=== block 1 ===
block_1/pdn.png
Bar = 20 µm. Pins as bars on the die edge. Tap cells in grey.
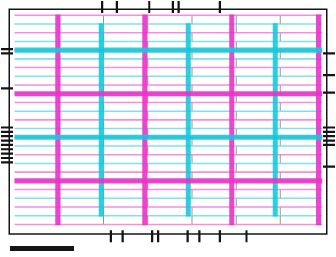
block_1/cell_classes.png
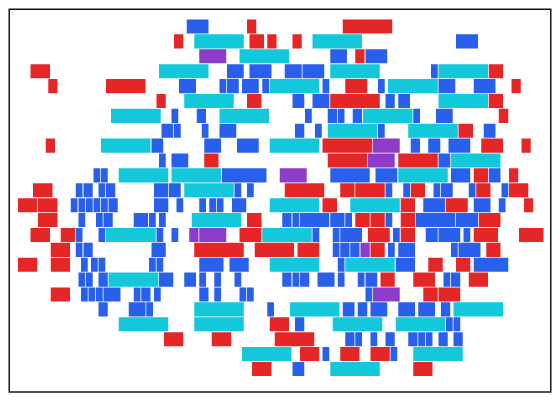
File: src/rtl/serial_adder_pkg.sv
// Shared types and helpers for the serial adder/subtractor core.
//   state_t  : control FSM encoding (IDLE, RUN, DONE)
//   MODE_*   : values of the sub input
//   clog2    : ceiling log2, used to size the digit counter
package serial_adder_pkg;

  typedef enum logic [1:0] {
    IDLE = 2'd0,
    RUN  = 2'd1,
    DONE = 2'd2
  } state_t;

  localparam logic MODE_ADD = 1'b0;
  localparam logic MODE_SUB = 1'b1;

  function automatic int unsigned clog2(input int unsigned n);
    int unsigned r;
    r = 0;
    for (int unsigned v = 1; v < n; v = v << 1) begin
      r++;
    end
    return r;
  endfunction

endpackage

File: src/rtl/serial_adder_core_digit_adder.sv
// DIGIT-bit combinational ripple-carry adder built from full-adder cells.
//   a, b      : DIGIT-bit addends
//   cin       : carry into bit 0
//   s         : DIGIT-bit sum
//   cout      : carry out of the top bit
//   c_msb_in  : carry into the top bit (for signed overflow detection)
module digit_adder #(
  parameter int unsigned DIGIT = 1
) (
  input  logic [DIGIT-1:0] a,
  input  logic [DIGIT-1:0] b,
  input  logic             cin,
  output logic [DIGIT-1:0] s,
  output logic             cout,
  output logic             c_msb_in
);

  logic [DIGIT:0] c;

  always_comb begin
    c    = '0;
    s    = '0;
    c[0] = cin;
    for (int unsigned i = 0; i < DIGIT; i++) begin
      s[i]   = a[i] ^ b[i] ^ c[i];
      c[i+1] = (a[i] & b[i]) | (c[i] & (a[i] ^ b[i]));
    end
  end

  assign cout     = c[DIGIT];
  assign c_msb_in = c[DIGIT-1];

endmodule

File: src/rtl/serial_adder_core.sv
// Multi-cycle adder/subtractor: processes DIGIT bits of two WIDTH-bit
// operands per enabled cycle, LSB first, with the carry held in a register.
//   clk, rst_n          : clock (rising edge), async active-low reset
//   ena                 : global enable, 0 freezes all state
//   in_valid/in_ready   : operand handshake (a, b, cin, sub)
//   sub                 : 0 -> a+b+cin, 1 -> a-b-cin
//   out_valid/out_ready : result handshake (sum, cout, overflow)
//   cout                : carry-out on add, NOT borrow on subtract
//   overflow            : two's-complement signed overflow
module serial_adder_core
  import serial_adder_pkg::*;
#(
  parameter int unsigned WIDTH = 8,
  parameter int unsigned DIGIT = 1
) (
  input  logic             clk,
  input  logic             rst_n,
  input  logic             ena,
  input  logic             in_valid,
  output logic             in_ready,
  input  logic [WIDTH-1:0] a,
  input  logic [WIDTH-1:0] b,
  input  logic             cin,
  input  logic             sub,
  output logic             out_valid,
  input  logic             out_ready,
  output logic [WIDTH-1:0] sum,
  output logic             cout,
  output logic             overflow
);

  if (WIDTH < 1 || DIGIT < 1 || (WIDTH % DIGIT) != 0) begin : g_bad_params
    $fatal(1, "serial_adder_core: WIDTH must be a nonzero multiple of DIGIT");
  end

  localparam int unsigned NDIG = WIDTH / DIGIT;
  localparam int unsigned CW   = clog2(NDIG) + 1;

  state_t           state, state_nx;
  logic [WIDTH-1:0] a_sh, b_sh, res_sh, res_nx;
  logic             carry;
  logic [CW-1:0]    count;
  logic [DIGIT-1:0] d_s;
  logic             d_cout, d_cmsb;
  logic             last;

  digit_adder #(.DIGIT(DIGIT)) u_digit (
    .a        (a_sh[DIGIT-1:0]),
    .b        (b_sh[DIGIT-1:0]),
    .cin      (carry),
    .s        (d_s),
    .cout     (d_cout),
    .c_msb_in (d_cmsb)
  );

  assign last = (count == CW'(NDIG - 1));

  // New digit enters at the top; shift form stays legal when DIGIT == WIDTH.
  assign res_nx = (res_sh >> DIGIT) | (WIDTH'(d_s) << (WIDTH - DIGIT));

  always_ff @(posedge clk or negedge rst_n) begin
    if (!rst_n) begin
      state <= IDLE;
    end else if (ena) begin
      state <= state_nx;
    end
  end

  always_comb begin
    state_nx = state;
    case (state)
      IDLE:    if (in_valid)  state_nx = RUN;
      RUN:     if (last)      state_nx = DONE;
      DONE:    if (out_ready) state_nx = IDLE;
      default:                state_nx = IDLE;
    endcase
  end

  always_comb begin
    in_ready  = (state == IDLE);
    out_valid = (state == DONE);
  end

  // Subtraction is a + ~b + ~cin: invert b and the carry-in at accept time.
  always_ff @(posedge clk or negedge rst_n) begin
    if (!rst_n) begin
      a_sh     <= '0;
      b_sh     <= '0;
      res_sh   <= '0;
      carry    <= 1'b0;
      count    <= '0;
      sum      <= '0;
      cout     <= 1'b0;
      overflow <= 1'b0;
    end else if (ena) begin
      case (state)
        IDLE: begin
          if (in_valid) begin
            a_sh  <= a;
            b_sh  <= (sub == MODE_SUB) ? ~b : b;
            carry <= cin ^ sub;
            count <= '0;
          end
        end
        RUN: begin
          a_sh   <= a_sh >> DIGIT;
          b_sh   <= b_sh >> DIGIT;
          res_sh <= res_nx;
          carry  <= d_cout;
          count  <= count + 1'b1;
          if (last) begin
            sum      <= res_nx;
            cout     <= d_cout;
            overflow <= d_cout ^ d_cmsb;
          end
        end
        default: ;
      endcase
    end
  end

endmodule

File: config.mk
export PLATFORM = sky130hd
export DESIGN_NAME = serial_adder_core
export DESIGN_NICKNAME = d
export VERILOG_FILES = /design/src/rtl/serial_adder_pkg.sv /design/src/rtl/serial_adder_core_digit_adder.sv /design/src/rtl/serial_adder_core.sv
export SDC_FILE = /design/constraint.sdc
export NUM_CORES = 1
export LEC_CHECK = 0
export ABC_AREA = 1
export CORE_ASPECT_RATIO = 0.7
export CORE_UTILIZATION = 30
export DETAILED_ROUTE_END_ITERATION = 7
export SLEW_MARGIN = 5
export SYNTH_ARGS = -nofsm -noshare
export SYNTH_HDL_FRONTEND = slang
export SYNTH_SLANG_ARGS = --single-unit
File: constraint.sdc
create_clock -name clk -period 1.19 [get_ports clk]
set_input_delay 0.2975 -clock clk [delete_from_list [all_inputs] [get_ports clk]]
set_output_delay 0.2975 -clock clk [all_outputs]
set_load 0.01 [all_outputs]
==> flow_summary.html <==
<p>Metrics extracted from the flow reports.</p>
<table>
<tr><th>Metric</th><th>Value</th></tr>
<tr><th colspan="2">Timing</th></tr>
<tr><td>Post-layout worst setup margin</td><td>-126.9 ps</td></tr>
<tr><td># setup viols final</td><td>38</td></tr>
<tr><td>Total count of max-transition violations in the final report</td><td>0</td></tr>
<tr><th colspan="2">Routing</th></tr>
<tr><td>Post-detailed-routing wire length</td><td>4790 µm</td></tr>
<tr><td>Highest routing layer actually used</td><td>met4</td></tr>
<tr><th colspan="2">Logic synthesis</th></tr>
<tr><td>Flip-flops with a built-in enable</td><td>0</td></tr>
<tr><td>Total standard cell area after synthesis</td><td>1962 µm²</td></tr>
<tr><td>Post-synthesis cell count from yosys</td><td>231</td></tr>
<tr><td>Post-synth top area share</td><td>51.02%</td></tr>
<tr><td>Yosys warnings</td><td>0</td></tr>
<tr><td>Most used standard cell by instance count after synthesis</td><td>nand2_1</td></tr>
<tr><td>Cell variety after synth</td><td>25</td></tr>
<tr><th colspan="2">Critical path</th></tr>
<tr><td>Critical path peak fanout</td><td>5</td></tr>
<tr><td>Critical path capture point type</td><td>flip-flop</td></tr>
<tr><td>Origin of the critical flop-to-flop path</td><td>state[1]</td></tr>
<tr><td>Logic depth of the worst register-to-register path</td><td>8</td></tr>
<tr><td>Crit-path slowest cell</td><td>dfrtp_1</td></tr>
<tr><td>Internal reg-to-reg setup slack</td><td>-130 ps</td></tr>
<tr><td>Cell breakdown of the critical path</td><td>inv_2 -&gt; buf_6 -&gt; nand2_8 -&gt; nor2_8 -&gt; nand2_4 -&gt; clkbuf_16 -&gt; nand2_4 -&gt; o21ai_2</td></tr>
<tr><td>Crit Path Class</td><td>reg2reg</td></tr>
<tr><th colspan="2">Final layout</th></tr>
<tr><td>Number of nets in the layout</td><td>333</td></tr>
<tr><td>Leading registers by flop count</td><td>a_sh (8), b_sh (8), sum (8)</td></tr>
<tr><td>Top cell category</td><td>registers</td></tr>
<tr><td>Count of plain and timing-repair buffers in the layout</td><td>79</td></tr>
<tr><td>Tally of clock buffers in the finished layout</td><td>6</td></tr>
<tr><td>Area growth syn-to-layout</td><td>57.40%</td></tr>
<tr><th colspan="2">Pwr</th></tr>
<tr><td>Total power after layout</td><td>6.479 mW</td></tr>
<tr><td>Comb power frac</td><td>50.6%</td></tr>
<tr><td>Highest-power group</td><td>combinational logic</td></tr>
<tr><th colspan="2">Clock network</th></tr>
<tr><td>TritonCTS clock tree</td><td>yes</td></tr>
<tr><td>Clk Latency, worst-skew pair</td><td>290 ps</td></tr>
<tr><td>H-tree level count</td><td>2</td></tr>
<tr><th colspan="2">Place</th></tr>
<tr><td>Count of buffers inserted at the top-level ports</td><td>34</td></tr>
<tr><td>Post-placement cell area</td><td>2580 µm²</td></tr>
<tr><td>Final weighted congestion in routability-driven placement</td><td>0.7479</td></tr>
<tr><th colspan="2">Run status</th></tr>
<tr><td>Status</td><td>finished with violations</td></tr>
<tr><td>Failing checks</td><td>setup timing</td></tr>
<tr><th colspan="2">GRT</th></tr>
<tr><td>Met1 Resource Use GR</td><td>19.53%</td></tr>
<tr><td>Met3 routing resource usage after global routing</td><td>3.528%</td></tr>
</table>
About block_1/pdn.png:
Cyan marks VDD. Magenta marks VSS.
The core has 24 rows. 25 met1 rails follow the rows. 35 signal pins sit on the boundary. 4 straps on met5.
Horiz. Die Dim: 98.66 µm
Placeable Area: 6276 µm²
worst IR drop on VDD: 0.7016 mV
Die Span Y: 69.66 µm

About block_1/cell_classes.png:
Red marks other buffers and delay cells, cells 79, share of their area 27%. Blue marks all other logic, cells 182, share of their area 36%. Cyan marks flops, cells 40, share of their area 33%. Purple marks clock drivers and dummy loads, cells 8, share of their area 3.1%.
share of the core filled with cells: 49.20%
number of cell rows: 24
flop share of the area: 32.41%
cell area after layout: 3088 µm²


=== block 2 ===
[config.mk]
export PLATFORM = sky130hd
export DESIGN_NAME = pipe_skid_stage
export DESIGN_NICKNAME = d
export VERILOG_FILES = /design/src/rtl/pipe_skid_stage.sv
export SDC_FILE = /design/constraint.sdc
export NUM_CORES = 1
export LEC_CHECK = 0
export ABC_AREA = 0
export CORE_ASPECT_RATIO = 0.6
export CORE_MARGIN = 8
export CORE_UTILIZATION = 50
export DETAILED_ROUTE_END_ITERATION = 12
export GPL_ROUTABILITY_DRIVEN = 0
export PLACE_DENSITY_LB_ADDON = 0.08
export SLEW_MARGIN = 20
export SYNTH_ARGS = -nofsm -noshare
export SYNTH_HDL_FRONTEND = slang
export SYNTH_SLANG_ARGS = --single-unit
[constraint.sdc]
create_clock -name clk -period 4.82 [get_ports clk]
set_input_delay 0.964 -clock clk [delete_from_list [all_inputs] [get_ports clk]]
set_output_delay 0.964 -clock clk [all_outputs]
set_load 0.1 [all_outputs]
[src/rtl/pipe_skid_stage.sv]
// Elastic pipeline register with a 2-entry skid buffer.
// up_ready is a flop, so there is no combinational ready path from dn_ready
// back to the upstream stage. The main entry drives dn_*; the skid entry
// catches the one beat that can arrive while the main entry is blocked.
// Both entries park at BUBBLE_VAL whenever they are empty, which lets
// dn_data come straight from the main flop.
module pipe_skid_stage #(
  parameter int                DATA_W     = 134,
  parameter logic [DATA_W-1:0] BUBBLE_VAL = {DATA_W{1'b0}},
  parameter int                CNT_W      = 16
) (
  input  logic              clk,
  input  logic              rst,
  input  logic              flush,
  input  logic              up_valid,
  output logic              up_ready,
  input  logic [DATA_W-1:0] up_data,
  output logic              dn_valid,
  input  logic              dn_ready,
  output logic [DATA_W-1:0] dn_data,
  output logic [1:0]        occupancy,
  output logic [CNT_W-1:0]  stall_cnt
);

  typedef enum logic [1:0] {
    EMPTY = 2'd0,
    ONE   = 2'd1,
    TWO   = 2'd2
  } state_t;

  state_t            state, state_nxt;
  logic [DATA_W-1:0] main_q, main_nxt;
  logic [DATA_W-1:0] skid_q, skid_nxt;
  logic              up_ready_q;
  logic [CNT_W-1:0]  stall_q;
  logic              acc, pop;

  assign acc = up_valid & up_ready_q;
  assign pop = dn_valid & dn_ready;

  // State and payload registers; rst beats flush beats normal operation.
  always_ff @(posedge clk) begin
    if (rst) begin
      state      <= EMPTY;
      main_q     <= BUBBLE_VAL;
      skid_q     <= BUBBLE_VAL;
      up_ready_q <= 1'b1;
    end else begin
      state      <= state_nxt;
      main_q     <= main_nxt;
      skid_q     <= skid_nxt;
      up_ready_q <= (state_nxt != TWO);
    end
  end

  // Next-state and entry moves. Flush drops held beats and any incoming one.
  always_comb begin
    state_nxt = state;
    main_nxt  = main_q;
    skid_nxt  = skid_q;
    if (flush) begin
      state_nxt = EMPTY;
      main_nxt  = BUBBLE_VAL;
      skid_nxt  = BUBBLE_VAL;
    end else begin
      unique case (state)
        EMPTY: begin
          if (acc) begin
            state_nxt = ONE;
            main_nxt  = up_data;
          end
        end
        ONE: begin
          if (acc && pop) begin
            main_nxt = up_data;
          end else if (acc) begin
            state_nxt = TWO;
            skid_nxt  = up_data;
          end else if (pop) begin
            state_nxt = EMPTY;
            main_nxt  = BUBBLE_VAL;
          end
        end
        TWO: begin
          // up_ready is low here, so only a pop can move the state.
          if (pop) begin
            state_nxt = ONE;
            main_nxt  = skid_q;
            skid_nxt  = BUBBLE_VAL;
          end
        end
        default: begin
          state_nxt = EMPTY;
          main_nxt  = BUBBLE_VAL;
          skid_nxt  = BUBBLE_VAL;
        end
      endcase
    end
  end

  // Saturating count of cycles where a beat is held but not taken.
  always_ff @(posedge clk) begin
    if (rst)
      stall_q <= '0;
    else if (dn_valid && !dn_ready && (stall_q != {CNT_W{1'b1}}))
      stall_q <= stall_q + 1'b1;
  end

  assign up_ready  = up_ready_q;
  assign dn_valid  = (state != EMPTY);
  assign dn_data   = main_q;
  assign occupancy = state;
  assign stall_cnt = stall_q;

endmodule

block_2/metal_stack.png
Bar = 50 µm. Two of the layers only.
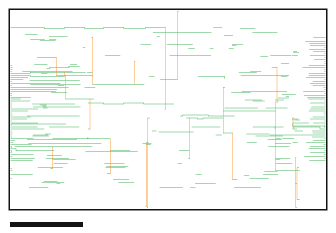
Green marks met3, wire length 2980 µm. Orange marks met4, wire length 569 µm.

block_2/pdn.png
Bar = 50 µm. Pins as bars on the die edge. Tap cells in grey.
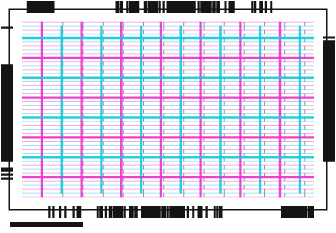
Magenta marks VSS. Cyan marks VDD.
45 met1 rails follow the rows. 293 signal pins sit on the boundary.

==> flow_summary.html <==
<p>Metrics extracted from the flow reports.</p>
<table>
<tr><th>Metric</th><th>Value</th></tr>
<tr><th colspan="2">Logic synthesis</th></tr>
<tr><td>Most frequent cells after synthesis</td><td>dfxtp_1, nor2_1, and2_1, mux2i_1, clkbuf_1</td></tr>
<tr><td>AO/OA Area Share</td><td>17.91%</td></tr>
<tr><th colspan="2">Timing</th></tr>
<tr><td>Share of the cycle needed by the critical path after routing</td><td>73.12%</td></tr>
<tr><th colspan="2">Run status</th></tr>
<tr><td>Status</td><td>complete, no violations</td></tr>
<tr><th colspan="2">Clock network</th></tr>
<tr><td>H-tree level count</td><td>1</td></tr>
<tr><td>CTS-repair resized insts</td><td>0</td></tr>
<tr><th colspan="2">Routing</th></tr>
<tr><td>Post-detailed-routing wire length</td><td>36850 µm</td></tr>
<tr><td>Routed wire length on met3</td><td>2982 µm</td></tr>
<tr><th colspan="2">Place</th></tr>
<tr><td>Post-placement cell area</td><td>15100 µm²</td></tr>
<tr><th colspan="2">Critical path</th></tr>
<tr><td>Kind of cell with the highest combined delay on the critical path</td><td>buffers and inverters</td></tr>
<tr><td>Critical path peak fanout</td><td>11</td></tr>
<tr><td>Crit-path slowest cell</td><td>clkdlybuf4s50_1</td></tr>
<tr><td>Internal reg-to-reg setup slack</td><td>2340 ps</td></tr>
<tr><td>Cell count along the critical path</td><td>2</td></tr>
<tr><th colspan="2">Worst hold path</th></tr>
<tr><td>Worst Hold Depth</td><td>2</td></tr>
<tr><th colspan="2">Final layout</th></tr>
<tr><td>Fraction of layout cells with a size suffix above 1</td><td>5.690%</td></tr>
<tr><th colspan="2">GRT</th></tr>
<tr><td>Pin count of the biggest net entering global routing</td><td>80</td></tr>
<tr><td>Total congestion overflow after global routing</td><td>0</td></tr>
<tr><td>Vias in the first global route</td><td>9978</td></tr>
<tr><th colspan="2">Pwr</th></tr>
<tr><td>Comb. pwr</td><td>0.912 mW</td></tr>
</table>


==> gallery <==
Routed clock nets over the placement.
shot_01.png
Bar = 20 µm.
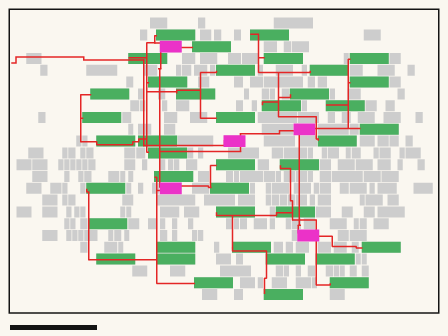
shot_02.png
Bar = 50 µm.
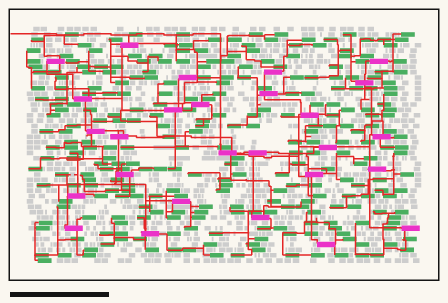
- shot_02.png = block 2
- shot_01.png = block 1

Key to shot_01.png:
Green marks flip-flops, count 40. Red marks clock wires, length 544 µm. Magenta marks cells driving clock nets, count 5.
There are 6 routed clock nets.

Power and IR drop assume default switching activity.
